# ---- controle_pilha ----
### config.mk
export PLATFORM = sky130hd
export DESIGN_NAME = controle_pilha
export DESIGN_NICKNAME = d
export VERILOG_FILES = /design/src/rtl/controle_pilha.sv
export SDC_FILE = /design/constraint.sdc
export NUM_CORES = 1
export LEC_CHECK = 0
export CAP_MARGIN = 20
export CORE_UTILIZATION = 39
export CTS_CLUSTER_SIZE = 12
export DETAILED_ROUTE_END_ITERATION = 8
export GPL_TIMING_DRIVEN = 0
export PLACE_DENSITY_LB_ADDON = 0.2
export SYNTH_ARGS = -nofsm -noshare
export SYNTH_HDL_FRONTEND = slang
export SYNTH_SLANG_ARGS = --single-unit
### constraint.sdc
create_clock -name clk -period 1.5 [get_ports clk]
set_clock_uncertainty 0.05 [all_clocks]
set_input_delay 0.225 -clock clk [delete_from_list [all_inputs] [get_ports clk]]
set_output_delay 0.225 -clock clk [all_outputs]
set_load 0.02 [all_outputs]
### src/rtl/controle_pilha.sv
// rtl/controle_pilha.sv - instruction sequencer for the 8-bit stack/temp/ALU datapath (optional feature macro: CTRL_CARRY_FLAG_EN)
module controle_pilha #(
  parameter int DATA_W = 8,
  parameter int OP_W   = 5
) (
  input  logic              clk,
  input  logic              rstn,
  input  logic              instr_valid,
  output logic              instr_ready,
  input  logic [OP_W-1:0]   instr_op,
  input  logic [DATA_W-1:0] instr_imm,
  output logic              done,
  output logic              err,
  output logic              stk_push,
  output logic              stk_pop,
  input  logic              stk_empty,
  input  logic              stk_full,
  input  logic [DATA_W-1:0] stk_dout,
  output logic [DATA_W-1:0] stk_din,
  output logic              ld_tmp1,
  output logic              ld_tmp2,
  output logic [OP_W-1:0]   alu_op,
  input  logic [DATA_W-1:0] alu_res,
  input  logic              alu_cout,
  output logic              carry_flag
);

  localparam logic [OP_W-1:0] OP_PUSHI   = OP_W'(5'h1F);
  localparam logic [OP_W-1:0] OP_DROP    = OP_W'(5'h1E);
  localparam logic [OP_W-1:0] OP_CLRC    = OP_W'(5'h1D);
  localparam logic [OP_W-1:0] OP_BIN_MAX = OP_W'(5'h0F);
  localparam logic [OP_W-1:0] OP_UN_MIN  = OP_W'(5'h10);
  localparam logic [OP_W-1:0] OP_UN_MAX  = OP_W'(5'h17);

  typedef enum logic [3:0] {
    S_IDLE,
    S_PUSHI,
    S_POP_B,
    S_LD_B,
    S_POP_A,
    S_LD_A,
    S_EXEC,
    S_PUSH_R,
    S_DONE,
    S_ERR,
    S_CLRC
  } state_t;

  state_t              state_q, state_d;
  logic [OP_W-1:0]     op_q;
  logic [DATA_W-1:0]   imm_q;
  logic [DATA_W-1:0]   res_q;
  logic                accept;
  logic                in_is_bin, in_is_un;
  logic                op_is_bin;

  // stk_dout is consumed by the external temp registers, not by this sequencer
  logic unused_stk_dout;
  assign unused_stk_dout = ^stk_dout;

  assign accept    = instr_valid && (state_q == S_IDLE);
  assign in_is_bin = (instr_op <= OP_BIN_MAX);
  assign in_is_un  = (instr_op >= OP_UN_MIN) && (instr_op <= OP_UN_MAX);
  // Only binary ops fetch a second operand; unary ones skip straight to EXEC
  assign op_is_bin = (op_q <= OP_BIN_MAX);

  // State register
  always_ff @(posedge clk or negedge rstn) begin
    if (!rstn) begin
      state_q <= S_IDLE;
    end else begin
      state_q <= state_d;
    end
  end

  // Instruction latch at accept, ALU result capture in EXEC
  always_ff @(posedge clk or negedge rstn) begin
    if (!rstn) begin
      op_q  <= '0;
      imm_q <= '0;
      res_q <= '0;
    end else begin
      if (accept) begin
        op_q  <= instr_op;
        imm_q <= instr_imm;
      end
      if (state_q == S_EXEC) begin
        res_q <= alu_res;
      end
    end
  end

`ifdef CTRL_CARRY_FLAG_EN
  logic carry_q;

  // Sticky carry: set by any ALU op producing carry, cleared only by CLRC
  always_ff @(posedge clk or negedge rstn) begin
    if (!rstn) begin
      carry_q <= 1'b0;
    end else if (state_q == S_CLRC) begin
      carry_q <= 1'b0;
    end else if ((state_q == S_EXEC) && alu_cout) begin
      carry_q <= 1'b1;
    end
  end

  assign carry_flag = carry_q;
`else
  logic unused_alu_cout;
  assign unused_alu_cout = alu_cout;
  assign carry_flag      = 1'b0;
`endif

  // Next-state decode and Moore outputs; push/pop are suppressed when the
  // stack cannot take them so a refused access never reaches the stack
  always_comb begin
    state_d     = state_q;
    instr_ready = 1'b0;
    done        = 1'b0;
    err         = 1'b0;
    stk_push    = 1'b0;
    stk_pop     = 1'b0;
    stk_din     = '0;
    ld_tmp1     = 1'b0;
    ld_tmp2     = 1'b0;
    alu_op      = op_q;

    case (state_q)
      S_IDLE: begin
        instr_ready = 1'b1;
        alu_op      = '0;
        if (instr_valid) begin
          if (instr_op == OP_PUSHI) begin
            state_d = S_PUSHI;
          end else if (instr_op == OP_DROP || in_is_bin || in_is_un) begin
            state_d = S_POP_B;
`ifdef CTRL_CARRY_FLAG_EN
          end else if (instr_op == OP_CLRC) begin
            state_d = S_CLRC;
`endif
          end else begin
            state_d = S_ERR;
          end
        end
      end
      S_PUSHI: begin
        stk_din = imm_q;
        if (stk_full) begin
          state_d = S_ERR;
        end else begin
          stk_push = 1'b1;
          state_d  = S_DONE;
        end
      end
      S_POP_B: begin
        if (stk_empty) begin
          state_d = S_ERR;
        end else begin
          stk_pop = 1'b1;
          state_d = (op_q == OP_DROP) ? S_DONE : S_LD_B;
        end
      end
      S_LD_B: begin
        ld_tmp2 = 1'b1;
        state_d = op_is_bin ? S_POP_A : S_EXEC;
      end
      S_POP_A: begin
        if (stk_empty) begin
          state_d = S_ERR;
        end else begin
          stk_pop = 1'b1;
          state_d = S_LD_A;
        end
      end
      S_LD_A: begin
        ld_tmp1 = 1'b1;
        state_d = S_EXEC;
      end
      S_EXEC: begin
        state_d = S_PUSH_R;
      end
      S_PUSH_R: begin
        stk_din = res_q;
        if (stk_full) begin
          state_d = S_ERR;
        end else begin
          stk_push = 1'b1;
          state_d  = S_DONE;
        end
      end
      S_CLRC: begin
        state_d = S_DONE;
      end
      S_DONE: begin
        done    = 1'b1;
        state_d = S_IDLE;
      end
      S_ERR: begin
        err     = 1'b1;
        state_d = S_IDLE;
      end
      default: begin
        state_d = S_IDLE;
      end
    endcase
  end

  logic unused_clrc;
  assign unused_clrc = ^OP_CLRC;

endmodule

# ---- decode_issue_queue ----
`config.mk`:
```
export PLATFORM = sky130hd
export DESIGN_NAME = decode_issue_queue
export DESIGN_NICKNAME = d
export VERILOG_FILES = /design/src/rtl/decode_issue_queue.sv
export SDC_FILE = /design/constraint.sdc
export NUM_CORES = 1
export LEC_CHECK = 0
export CAP_MARGIN = 20
export CORE_ASPECT_RATIO = 1.1
export CORE_UTILIZATION = 35
export CTS_CLUSTER_SIZE = 20
export DETAILED_ROUTE_END_ITERATION = 10
export GPL_ROUTABILITY_DRIVEN = 0
export HOLD_SLACK_MARGIN = 0.12
export PLACE_DENSITY = 0.63
export SYNTH_ARGS = -nofsm -noshare
export SYNTH_HDL_FRONTEND = slang
export SYNTH_SLANG_ARGS = --single-unit
```
`constraint.sdc`:
```
create_clock -name clock_i -period 16.25 [get_ports clock_i]
set_clock_uncertainty 0.2 [all_clocks]
set_input_delay 1.625 -clock clock_i [delete_from_list [all_inputs] [get_ports clock_i]]
set_output_delay 1.625 -clock clock_i [all_outputs]
set_load 0.02 [all_outputs]
```
`src/rtl/decode_issue_queue.sv`:
```
// Circular issue queue between decode and issue: in-order, format-agnostic packet storage
// with registered skid-based stall and a sticky overflow flag.
module decode_issue_queue #(
    parameter int DEPTH    = 4,
    parameter int PACKET_W = 175,
    parameter int SKID     = 2
) (
    input  logic                       clock_i,
    input  logic                       reset_i,
    input  logic                       enable_i,
    input  logic [PACKET_W-1:0]        packet_i,
    input  logic                       flush_i,
    input  logic                       issueReady_i,
    output logic                       issueValid_o,
    output logic [PACKET_W-1:0]        packet_o,
    output logic                       stall_o,
    output logic [$clog2(DEPTH):0]     count_o,
    output logic                       overflow_o
);

    localparam int PTR_W = $clog2(DEPTH);
    localparam int CNT_W = PTR_W + 1;
    localparam logic [CNT_W-1:0] FULL_CNT  = CNT_W'(DEPTH);
    localparam logic [CNT_W-1:0] STALL_CNT = CNT_W'(DEPTH - SKID);

    logic [PACKET_W-1:0] r_mem [DEPTH];
    logic [PTR_W-1:0]    r_rd_ptr;
    logic [PTR_W-1:0]    r_wr_ptr;
    logic [CNT_W-1:0]    r_count;
    logic                r_stall;
    logic                r_overflow;

    logic                w_pop;
    logic                w_push;
    logic [CNT_W-1:0]    w_count_nxt;

    // A pop frees a slot in the same cycle, so a full queue can still accept.
    assign w_pop  = (r_count != '0) && issueReady_i;
    assign w_push = enable_i && ((r_count < FULL_CNT) || w_pop);

    always_comb begin
        w_count_nxt = r_count + CNT_W'(w_push) - CNT_W'(w_pop);
        if (flush_i) begin
            w_count_nxt = '0;
        end
    end

    always_ff @(posedge clock_i) begin
        if (reset_i) begin
            r_rd_ptr   <= '0;
            r_wr_ptr   <= '0;
            r_count    <= '0;
            r_stall    <= 1'b0;
            r_overflow <= 1'b0;
        end else begin
            r_stall <= (w_count_nxt >= STALL_CNT);
            if (flush_i) begin
                r_rd_ptr <= '0;
                r_wr_ptr <= '0;
                r_count  <= '0;
            end else begin
                r_count <= w_count_nxt;
                if (w_pop) begin
                    r_rd_ptr <= r_rd_ptr + 1'b1;
                end
                if (w_push) begin
                    r_wr_ptr <= r_wr_ptr + 1'b1;
                end else if (enable_i) begin
                    r_overflow <= 1'b1;
                end
            end
        end
    end

    // Payload storage carries no reset; validity is tracked only by the pointers and count.
    always_ff @(posedge clock_i) begin
        if (w_push) begin
            r_mem[r_wr_ptr] <= packet_i;
        end
    end

    assign issueValid_o = (r_count != '0);
    assign packet_o     = r_mem[r_rd_ptr];
    assign stall_o      = r_stall;
    assign count_o      = r_count;
    assign overflow_o   = r_overflow;

endmodule

```
# ---- trap_redirect ----
$ cat src/rtl/trap_redirect.sv
// Trap/return sequencer: decodes ECALL/MRET, stalls and flushes the pipeline,
// drains memory and CSR traffic, then issues a held PC redirect to fetch.
module trap_redirect #(
    parameter int DRAIN_CYCLES = 2,
    parameter int CNT_W        = 32
) (
    input  logic             clk,
    input  logic             rst_n,
    input  logic             halt,
    input  logic             valid,
    input  logic [31:0]      pc,
    input  logic [31:0]      ir,
    input  logic [31:0]      mtvec,
    input  logic [31:0]      mepc,
    input  logic             mem_busy,
    input  logic             redir_ack,
    output logic             stall,
    output logic             flush,
    output logic             redir_valid,
    output logic [31:0]      redir_pc,
    output logic             busy,
    output logic [CNT_W-1:0] trap_count
);

    localparam logic [1:0] IDLE  = 2'd0;
    localparam logic [1:0] DRAIN = 2'd1;
    localparam logic [1:0] REDIR = 2'd2;

    localparam logic [3:0] DRAIN_MAX = 4'(DRAIN_CYCLES);

    logic [1:0] state;
    logic [3:0] drain_cnt;
    logic [3:0] drain_next;
    logic       drain_done;
    logic       is_mret;
    logic       flush_q;
    logic       sys_dec;
    logic       ecall_dec;
    logic       mret_dec;
    logic       trap_hit;

    // Only the SYSTEM opcode, funct3 and funct12 fields matter to the decode.
    logic       unused_bits;
    assign unused_bits = ^{pc, ir[19:15], ir[11:7], ir[1:0]};

    always_comb begin
        sys_dec    = valid && (ir[6:2] == 5'b11100) && (ir[14:12] == 3'b000);
        ecall_dec  = sys_dec && (ir[31:20] == 12'h000);
        mret_dec   = sys_dec && (ir[31:20] == 12'h302);
        trap_hit   = (state == IDLE) && !halt && (ecall_dec || mret_dec);
        drain_next = (drain_cnt == DRAIN_MAX) ? drain_cnt : drain_cnt + 4'd1;
        drain_done = (drain_next == DRAIN_MAX) && !mem_busy;
    end

    // Exit is decided on the count reached this cycle, so DRAIN lasts
    // exactly DRAIN_CYCLES cycles when memory is already quiet.
    always_ff @(posedge clk or negedge rst_n) begin
        if (!rst_n) begin
            state      <= IDLE;
            drain_cnt  <= 4'd0;
            is_mret    <= 1'b0;
            flush_q    <= 1'b0;
            redir_pc   <= 32'd0;
            trap_count <= '0;
        end else begin
            flush_q <= trap_hit;
            if (!halt) begin
                case (state)
                    IDLE: begin
                        if (trap_hit) begin
                            state     <= DRAIN;
                            drain_cnt <= 4'd0;
                            is_mret   <= mret_dec;
                            redir_pc  <= mret_dec ? (mepc & ~32'h3) : (mtvec & ~32'h3);
                        end
                    end
                    DRAIN: begin
                        drain_cnt <= drain_next;
                        if (drain_done) begin
                            state <= REDIR;
                            // mepc is re-read here so a just-committed CSR write is seen.
                            if (is_mret) begin
                                redir_pc <= mepc & ~32'h3;
                            end
                        end
                    end
                    REDIR: begin
                        if (redir_ack) begin
                            state      <= IDLE;
                            trap_count <= trap_count + CNT_W'(1);
                        end
                    end
                    default: begin
                        state <= IDLE;
                    end
                endcase
            end
        end
    end

    always_comb begin
        busy        = (state != IDLE);
        stall       = trap_hit || (state != IDLE);
        redir_valid = (state == REDIR);
        flush       = flush_q;
    end

endmodule

$ cat config.mk
export PLATFORM = sky130hd
export DESIGN_NAME = trap_redirect
export DESIGN_NICKNAME = d
export VERILOG_FILES = /design/src/rtl/trap_redirect.sv
export SDC_FILE = /design/constraint.sdc
export NUM_CORES = 1
export LEC_CHECK = 0
export CORE_MARGIN = 2
export CORE_UTILIZATION = 50
export CTS_BUF_LIST = sky130_fd_sc_hd__clkbuf_8
export DETAILED_ROUTE_END_ITERATION = 8
export DONT_BUFFER_PORTS = 1
export GPL_TIMING_DRIVEN = 0
export PLACE_DENSITY_LB_ADDON = 0.25
export SLEW_MARGIN = 20
export SYNTH_ARGS = -nofsm -noshare
export SYNTH_HDL_FRONTEND = slang
export SYNTH_SLANG_ARGS = --single-unit
$ cat constraint.sdc
create_clock -name clk -period 3.6 [get_ports clk]
set_input_delay 0.54 -clock clk [delete_from_list [all_inputs] [get_ports clk]]
set_output_delay 0.54 -clock clk [all_outputs]
set_load 0.1 [all_outputs]
# ---- multiplexing_sequencer ----
### config.mk
export PLATFORM = sky130hd
export DESIGN_NAME = multiplexing_sequencer
export DESIGN_NICKNAME = d
export VERILOG_FILES = /design/src/rtl/mux_seq_pkg.sv /design/src/rtl/bundle_popcount.sv /design/src/rtl/multiplexing_sequencer.sv
export SDC_FILE = /design/constraint.sdc
export NUM_CORES = 1
export LEC_CHECK = 0
export CORE_ASPECT_RATIO = 1.4
export CORE_UTILIZATION = 42
export CTS_CLUSTER_SIZE = 12
export DETAILED_ROUTE_END_ITERATION = 8
export PLACE_DENSITY = 0.75
export RECOVER_POWER = 25
export REMOVE_ABC_BUFFERS = 1
export SLEW_MARGIN = 5
export SYNTH_ARGS = -nofsm -noshare
export SYNTH_HDL_FRONTEND = slang
export SYNTH_SLANG_ARGS = --single-unit
### constraint.sdc
create_clock -name clk -period 3.2 [get_ports clk]
set_input_delay 0.32 -clock clk [delete_from_list [all_inputs] [get_ports clk]]
set_output_delay 0.32 -clock clk [all_outputs]
set_load 0.01 [all_outputs]
### src/rtl/mux_seq_pkg.sv
// Shared types and constants for the NAND-multiplexing sequencer.
// Latency: n/a (declarations only).
// Backpressure: n/a.
package mux_seq_pkg;

    localparam int PASS_W = 4;  // pass index width; RESTORE_PASSES tops out at 15
    localparam int WAIT_W = 4;  // latency countdown width; MU_LATENCY tops out at 15

    typedef enum logic [1:0] {
        IDLE = 2'd0,
        WAIT = 2'd1,
        EVAL = 2'd2,
        HOLD = 2'd3
    } state_e;

    // Bits needed to hold a popcount of 0..n
    function automatic int count_width(input int n);
        return $clog2(n + 1);
    endfunction

endpackage

### src/rtl/bundle_popcount.sv
// Combinational popcount of an N-wire bundle.
// Latency: 0 cycles (pure combinational).
// Backpressure: none.
// Ports: bundle_i - bundle to count; count_o - number of ones in bundle_i.
module bundle_popcount #(
    parameter  int N  = 10,
    localparam int CW = $clog2(N + 1)
) (
    input  logic [N-1:0]  bundle_i,
    output logic [CW-1:0] count_o
);

    always_comb begin
        count_o = '0;
        for (int i = 0; i < N; i++) begin
            count_o = count_o + CW'(bundle_i[i]);
        end
    end

endmodule

### src/rtl/multiplexing_sequencer.sv
// Time-shares one multiplexing_unit: executive NAND pass on (x,y), then
// RESTORE_PASSES restorative passes, then popcount threshold decision.
// Latency: accept to out_valid_o = (RESTORE_PASSES+1)*(MU_LATENCY+1)+1 cycles.
// Backpressure: one job in flight; in_ready_o low from accept until the result
// handshake; the result is held in HOLD until out_ready_i.
// Ports: in_* / x_i / y_i - operand handshake; mu_* - shared unit interface;
// out_* / z_o / count_o / decision_o / ambiguous_o - result handshake;
// pass_o - index of the pass in flight (0 = executive).
module multiplexing_sequencer
    import mux_seq_pkg::*;
#(
    parameter int N              = 10,
    parameter int MU_LATENCY     = 2,
    parameter int RESTORE_PASSES = 2,
    parameter int THRESH_HI      = 7,
    parameter int THRESH_LO      = 3
) (
    input  logic                     clk,
    input  logic                     reset_n,
    input  logic                     in_valid_i,
    output logic                     in_ready_o,
    input  logic [N-1:0]             x_i,
    input  logic [N-1:0]             y_i,
    output logic [N-1:0]             mu_x_o,
    output logic [N-1:0]             mu_y_o,
    input  logic [N-1:0]             mu_z_i,
    output logic                     out_valid_o,
    input  logic                     out_ready_i,
    output logic [N-1:0]             z_o,
    output logic [$clog2(N+1)-1:0]   count_o,
    output logic                     decision_o,
    output logic                     ambiguous_o,
    output logic [3:0]               pass_o
);

    localparam int CW = count_width(N);
    localparam logic [WAIT_W-1:0] WAIT_LOAD  = WAIT_W'(MU_LATENCY);
    localparam logic [PASS_W-1:0] LAST_PASS  = PASS_W'(RESTORE_PASSES);
    localparam logic [CW-1:0]     HI         = CW'(THRESH_HI);
    localparam logic [CW-1:0]     LO         = CW'(THRESH_LO);

    state_e              state_q,     state_d;
    logic [WAIT_W-1:0]   wait_q,      wait_d;
    logic [PASS_W-1:0]   pass_q,      pass_d;
    logic                in_ready_q,  in_ready_d;
    logic [N-1:0]        mu_x_q,      mu_x_d;
    logic [N-1:0]        mu_y_q,      mu_y_d;
    logic [N-1:0]        bundle_q,    bundle_d;
    logic [N-1:0]        z_q,         z_d;
    logic [CW-1:0]       count_q,     count_d;
    logic                decision_q,  decision_d;
    logic                ambiguous_q, ambiguous_d;
    logic                out_valid_q, out_valid_d;

    logic [CW-1:0]       bundle_cnt;

    bundle_popcount #(.N(N)) u_popcount (
        .bundle_i (bundle_q),
        .count_o  (bundle_cnt)
    );

    always_comb begin
        state_d     = state_q;
        wait_d      = wait_q;
        pass_d      = pass_q;
        mu_x_d      = mu_x_q;
        mu_y_d      = mu_y_q;
        bundle_d    = bundle_q;
        z_d         = z_q;
        count_d     = count_q;
        decision_d  = decision_q;
        ambiguous_d = ambiguous_q;
        out_valid_d = out_valid_q;

        case (state_q)
            IDLE: begin
                if (in_valid_i && in_ready_q) begin
                    mu_x_d  = x_i;
                    mu_y_d  = y_i;
                    pass_d  = '0;
                    wait_d  = WAIT_LOAD;
                    state_d = WAIT;
                end
            end
            WAIT: begin
                // Countdown runs MU_LATENCY..0, so each pass spends
                // MU_LATENCY+1 edges with operands stable; the unit's result
                // is sampled on the edge where the count has reached zero.
                if (wait_q != '0) begin
                    wait_d = wait_q - WAIT_W'(1);
                end else begin
                    bundle_d = mu_z_i;
                    if (pass_q < LAST_PASS) begin
                        // Restorative pass: bundle drives both NAND inputs.
                        // pass_q < LAST_PASS <= 15 keeps the increment in range.
                        mu_x_d = mu_z_i;
                        mu_y_d = mu_z_i;
                        pass_d = pass_q + PASS_W'(1);
                        wait_d = WAIT_LOAD;
                    end else begin
                        state_d = EVAL;
                    end
                end
            end
            EVAL: begin
                z_d         = bundle_q;
                count_d     = bundle_cnt;
                // Counts strictly between the thresholds are ambiguous and
                // resolve to 0; only count >= HI yields a logical 1.
                decision_d  = (bundle_cnt >= HI);
                ambiguous_d = (bundle_cnt > LO) && (bundle_cnt < HI);
                out_valid_d = 1'b1;
                state_d     = HOLD;
            end
            HOLD: begin
                if (out_valid_q && out_ready_i) begin
                    out_valid_d = 1'b0;
                    state_d     = IDLE;
                end
            end
            default: state_d = IDLE;
        endcase

        // Registered ready: high exactly while the sequencer sits in IDLE.
        in_ready_d = (state_d == IDLE);
    end

    always_ff @(posedge clk or negedge reset_n) begin
        if (!reset_n) begin
            state_q     <= IDLE;
            wait_q      <= '0;
            pass_q      <= '0;
            in_ready_q  <= 1'b0;
            mu_x_q      <= '0;
            mu_y_q      <= '0;
            bundle_q    <= '0;
            z_q         <= '0;
            count_q     <= '0;
            decision_q  <= 1'b0;
            ambiguous_q <= 1'b0;
            out_valid_q <= 1'b0;
        end else begin
            state_q     <= state_d;
            wait_q      <= wait_d;
            pass_q      <= pass_d;
            in_ready_q  <= in_ready_d;
            mu_x_q      <= mu_x_d;
            mu_y_q      <= mu_y_d;
            bundle_q    <= bundle_d;
            z_q         <= z_d;
            count_q     <= count_d;
            decision_q  <= decision_d;
            ambiguous_q <= ambiguous_d;
            out_valid_q <= out_valid_d;
        end
    end

    assign in_ready_o  = in_ready_q;
    assign mu_x_o      = mu_x_q;
    assign mu_y_o      = mu_y_q;
    assign out_valid_o = out_valid_q;
    assign z_o         = z_q;
    assign count_o     = count_q;
    assign decision_o  = decision_q;
    assign ambiguous_o = ambiguous_q;
    assign pass_o      = pass_q;

endmodule
Fig. 1: multiplexing_sequencer, sequential cells grouped by signal name
Other sequential cells in the stronger grey, the rest of the logic in the fainter grey.
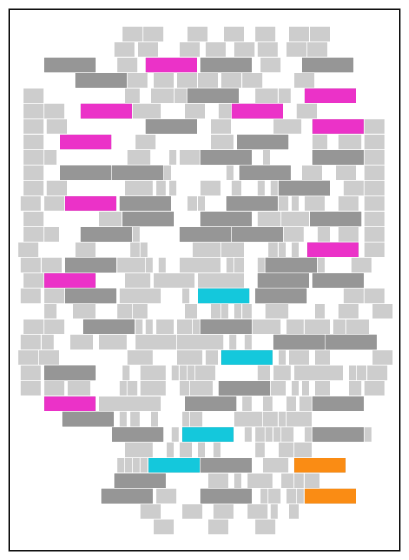
count_o -> cyan  # sequential cells 4
mu_x_o -> magenta  # sequential cells 10
state_q -> orange  # sequential cells 2
not coloured = 42
Finished Core Util: 61.0%
Register Area: 0.00145 mm²
seq pwr: 0.00132 W

==> changes_impl.md, multiplexing_sequencer <==
## Flow update

* Max Clk Rate at 296 MHz
* Hold buffer count at cts at 0
* Setup-failing EPs final at 3
* Psw at 0.00155 W
* Cell internal pwr at 0.00269 W
* Post-route minimum period at 3.37 ns
* Clock Power at 0.000642 W
* Avg Cell Area, Syn at 11.9 µm²
* Non-clock buffers at 81
* Leak Pwr at 1.67 nW
* Synthesized area at 0.00262 mm²
* Seq share, synth at 55.5%
* Final hold slack at 0.479 ns
* Ant. Diodes at 0
* GR Util All Layers at 19.2%
* Met3 wire len at 318 µm
* Aoi share at 12.9%
* Synth Area in XOR/XNOR at 0.335%
* Largest net degree at the start of global routing at 38
* Top power group: combinational cells
* Crit-path slowest cell: fa_2
* DIE HEIGHT at 95.4 µm
* Cell depth of the worst setup path at 10
* Pre-CTS setup slack at -0.195 ns
* Worst R2R Path Depth at 10
* Non-Filler Instances at 375
* Slew Limit Fails at 38
* Max Cap Viol at 1
* Violations in the final reports: capacitance limit, slew limit, setup timing
* Worst-path clk slew at 0.06 ns
* Post-Syn Instances at 220
* Outcome: complete, but fails checks
* Yosys cell count at 220
* P_comb at 0.00228 W
* Met2 GRT Util at 31.5%
* Final worst slack at -0.174 ns
* Yosys Warn Count at 0
* Adder Area Share at 8.42%
* CP startpoint: bundle_q[0]$_DFFE_PN0P_
* Slew @ Worst Pin at 1.93 ns
* Avg WL per Cell at 14.8 µm
* Largest family of logic cells by area: simple AND/OR/NAND/NOR gates
* Most Used Layer, Global Route: met2
* Most common cell in the synthesized netlist: dfrtp_1
* Pwr per Cell Area at 1170 mW/mm²
* Worst rel slew slack at -28.4%
* Hold Path Sink: count_o[1]$_DFFE_PN0P_
* Final period util at 105%
* Main synth FF type: dfrtp_1
* Rows at 33
* Flop count at 58
* Vias in the first global route at 2,025
* Final Cell Area at 0.00362 mm²
* DP Area at 0.00343 mm²
* Worst hold start: count_o[1]$_DFFE_PN0P_
* Crit path max-delay family: adder cells
Fig. 2: trap_redirect, zoomed window
Scale bar: 20 µm. Window x 0 to 50, y 0 to 50 µm. Cells in grey, sequential cells in the stronger grey; small squares are vias.
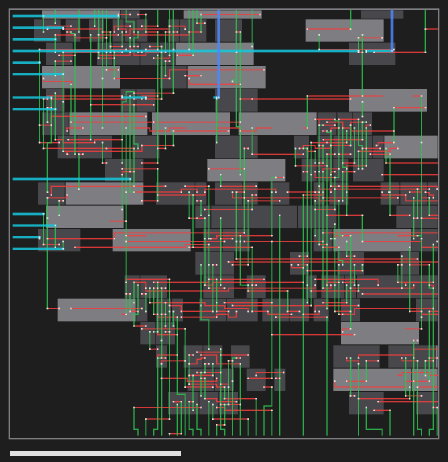
M1 -> red
M4 -> blue
M3 -> cyan
M2 -> green
cells with their middle in the window = 113
most frequent = dfrtp_1 (17), nand3_1 (8), nor2_1 (6)
sequential cells in the window = 17
netlist names of flops here include = trap_count (7), drain_cnt (4), redir_pc (2)

==> changes_impl.md, trap_redirect <==
## Flow update

* Outcome: completed
* Post-Syn Instances at 292
* Final #Nets at 444
* Worst min path class: in -> async
* Largest net degree at the start of global routing at 71
* Most frequent CP cell: or2_1
* Clk cell area share at 4.52%
* Register Area at 0.00175 mm²
* Main synth FF type: dfrtp_1
* Non-clk buf share at 3.59%
* Seq pwr at 0.000786 W
* Initial core utilization at 51.1%
* Max clock buf depth at 2
* Post-synth ARST share at 100%
* Slew @ Worst Pin at 1.07 ns
* Vias per cell at 5.64
* Aoi share at 3.75%
* CORE AREA at 0.00718 mm²
* Cell depth of the worst setup path at 4
* Seq share, synth at 47.8%
* GR Util All Layers at 18.2%
* GR Layer Usage met1 at 23.8%
* Clock skew at 0.0140 ns
* Top cells, area: dfrtp_1 (48%), mux2_4 (13%), mux2_2 (8.6%), xnor2_1 (5.3%), nand4_1 (2.2%)
* Met3 wire len at 573 µm
* R2R setup slack at 1.00 ns
* Dpl hpwl at 5500 µm
* Top cells excl fill/tap: dfrtp_1 (70), mux2_4 (31), mux2_2 (28), xnor2_1 (22), nand3_1 (15)
* Yosys cell count at 292
* WP data required at 3.06 ns
* Avg WL per Cell at 18.3 µm
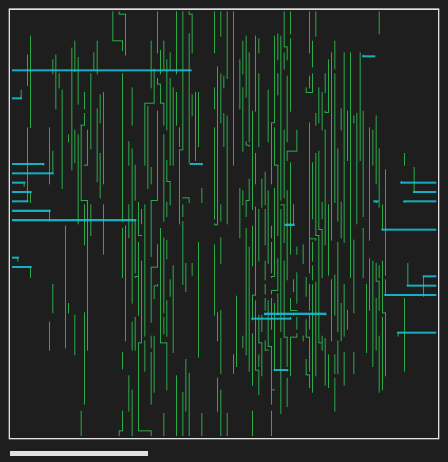
Fig. 3. Metal layers overlaid (controle_pilha).
Scale bar: 20 µm. Only two layers are drawn.
M3 -> cyan  # wire length 129 µm
M2 -> green  # wire length 2,240 µm
GR Util All Layers: 20.7%
Vias: 1,266

Fig. 4: controle_pilha, cell placement
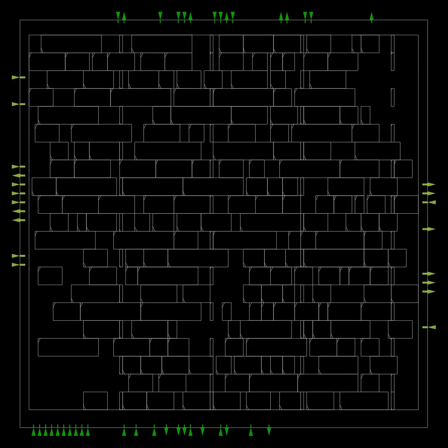
flop count: 25
register share of the cell area: 25.9%
Rows: 21
Well Taps: 46
Non-Filler Instances: 243

==> changes_impl.md, controle_pilha <==
## Flow update

* Final hold slack at 0.253 ns
* Violations in the final reports: setup timing
* MI comb area at 941 µm²
* Yosys Warn Count at 0
* Dpl hpwl at 2560 µm
* DRC Markers at 0
* Top cells, area: dfrtp_1 (44%), mux2_4 (11%), mux2_2 (8.8%), a22oi_1 (4.3%), nor2_1 (3.5%)
* Post-route minimum period at 1.95 ns
* Final worst slack at -0.450 ns
* TritonCTS clock tree: done
* Clock share of power at 6.2%
* CTS Root Cell: clkbuf_4
* Final #Nets at 233
* Outcome: complete, but fails checks
* Tool warnings at 38
* Max Clk Rate at 513 MHz
* CTS Sinks at 25
* Biggest regs: imm_q x8, res_q x8, op_q x5
* RD Place Congestion at 0.813
* Setup-failing EPs final at 44
* DRT Pass-1 Iters at 4
* Met2 wire len at 2240 µm
Fig. 5: decode_issue_queue, cell placement
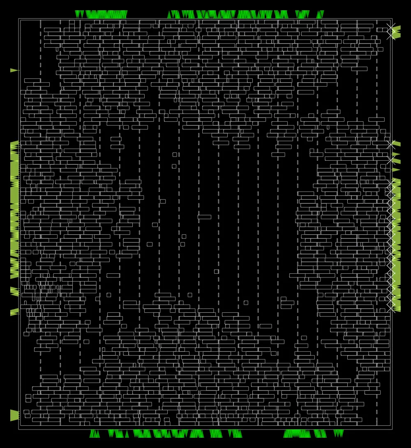
Well Taps: 954
Rows: 104

Fig. 6: decode_issue_queue, sequential cells grouped by signal name
Other sequential cells in the stronger grey, the rest of the logic in the fainter grey.
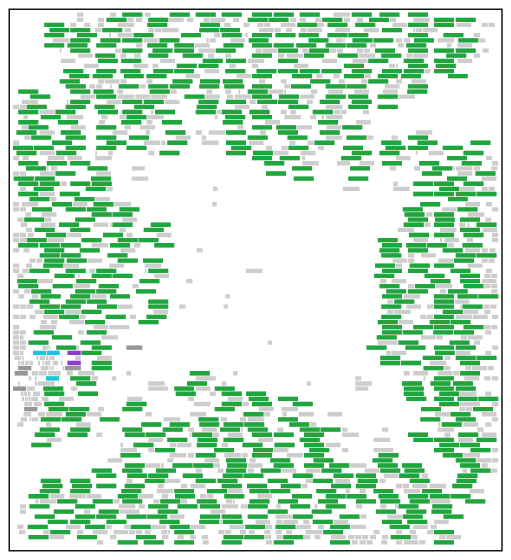
r_mem -> green  # sequential cells 700, where all over the die
r_rd_ptr -> purple  # sequential cells 2
count_o -> cyan  # sequential cells 3
not coloured = 6

==> changes_impl.md, decode_issue_queue <==
## Flow update

* Final hold violation count at 0
* Tool warnings at 29
* Placed Instances at 2,259
* Max clock buf depth at 3
* Final worst slack at 9.93 ns
* Hold path cells at 2
* Psw at 0.000862 W
* Vias in the first global route at 12,600
* Crit-path slowest cell: dfxtp_4
* Area fraction in mux cells at 15.3%
* Met2 GRT Util at 23.7%
* Clock share of power at 41.9%
* GR Layer Usage met1 at 18.0%
* Main synth FF type: edfxtp_1
* Max Cap Viol at 0
* Register Area at 0.0212 mm²
* Yosys Chip Area at 0.0258 mm²
* First DRT Iteration DRCs at 571
* Top layer used by detailed routing: met5
* Met3 wire len at 3550 µm
* Largest Register: r_mem
* Adder Area Share at 0.369%
* DP Area at 0.0304 mm²
* Maximum vdd ir drop at 85.0 µV
* Seq share, synth at 82.3%
* Metal-1 WL at 21,500 µm
* Post-route minimum period at 6.32 ns
* Worst-path clk slew at 0.06 ns
* Post-CTS setup buffer count at 0
* Total CTS buffers at 76
* Most frequent CP cell: buf_4
* CORE AREA at 0.0730 mm²
* Clock buf count at 88
* Syn nets at 1,158
* Unique cell types at 27
* Register share of the cell area at 64.5%
* Slew Limit Fails at 0
* Fillcell total at 6,027
* Violations in the final reports: DRC
* Avg Cell Area, Syn at 26.6 µm²
* DRC Markers at 42
* Met3 usage at 3.70%
* Grt ovf at 0
* EDFF count, synth at 700
* Yosys cell count at 971
* Outcome: complete, but fails checks
* Non-clk buf share at 11.3%
* Sw frac at 21.1%
* P&R area growth vs syn at 27.6%
* Commonest cells post-synth: edfxtp_1 (700), mux4_2 (175), buf_6 (17)
* Setup crit start kind: flop
* Final period util at 38.9%
* RSZ-0062 raised after global routing: false

## Gallery

Cell classes on the final placement.
Fill, decap, tap and diode cells in grey.
panel A
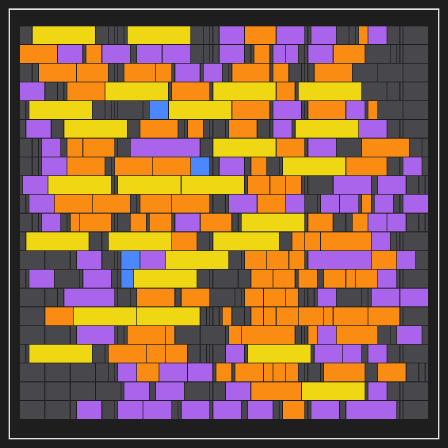
panel B
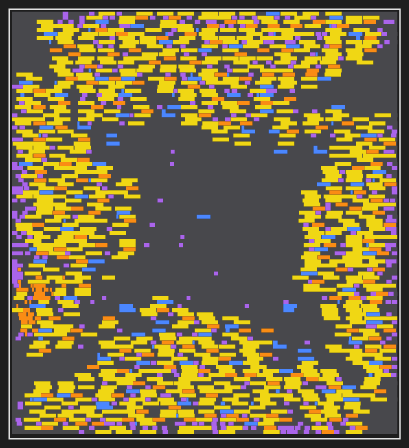
panel C
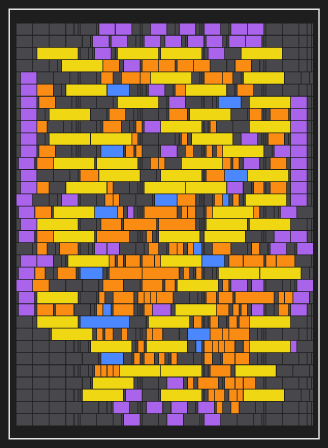
panel D
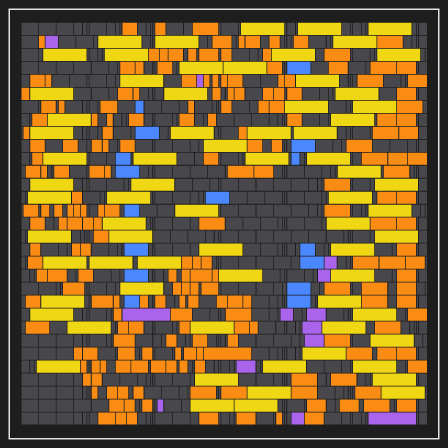
panel C -> multiplexing_sequencer
panel D -> trap_redirect
panel A -> controle_pilha
panel B -> decode_issue_queue



## Gallery

Wiring heat map.
picture 1
Scale bar: 20 µm. The die is cut into 18 by 18 equal tiles; black is low, pale yellow is high, scaled to the fullest tile. Values are wire area over tile area, all layers added.
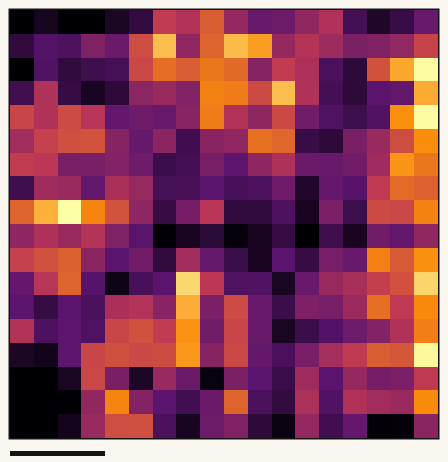
picture 2
Scale bar: 100 µm. The die is cut into 26 by 29 equal tiles; black is low, pale yellow is high, scaled to the fullest tile. Values are wire area over tile area, all layers added.
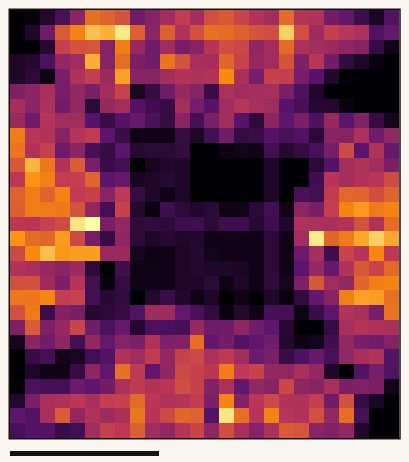
picture 3
Scale bar: 20 µm. The die is cut into 12 by 12 equal tiles; black is low, pale yellow is high, scaled to the fullest tile. Values are wire area over tile area, all layers added.
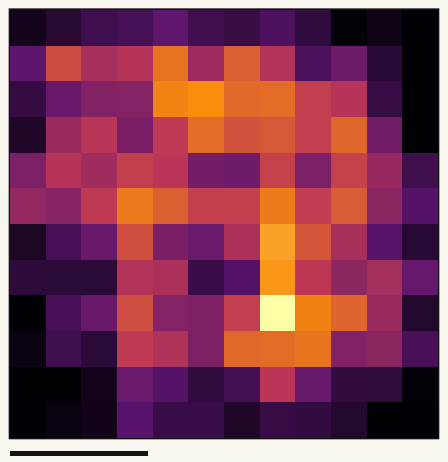
picture 4
Scale bar: 20 µm. The die is cut into 14 by 19 equal tiles; black is low, pale yellow is high, scaled to the fullest tile. Values are wire area over tile area, all layers added.
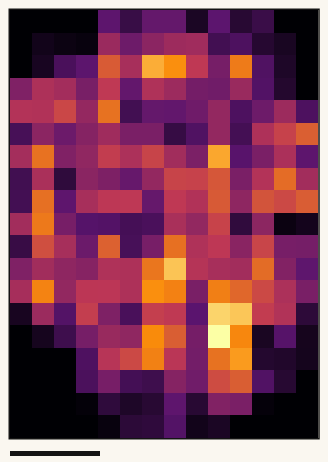
- picture 2 = decode_issue_queue
- picture 4 = multiplexing_sequencer
- picture 1 = trap_redirect
- picture 3 = controle_pilha
Of these, smallest die: picture 3
Of these, largest die: picture 2

Key to picture 4:
tiles over half the peak = 21%
fullest tile = 0.41
emptiest ninth of the die = lower left
nearly empty tiles = 13%

No activity file was given, so power comes from the tool's default toggle rates.
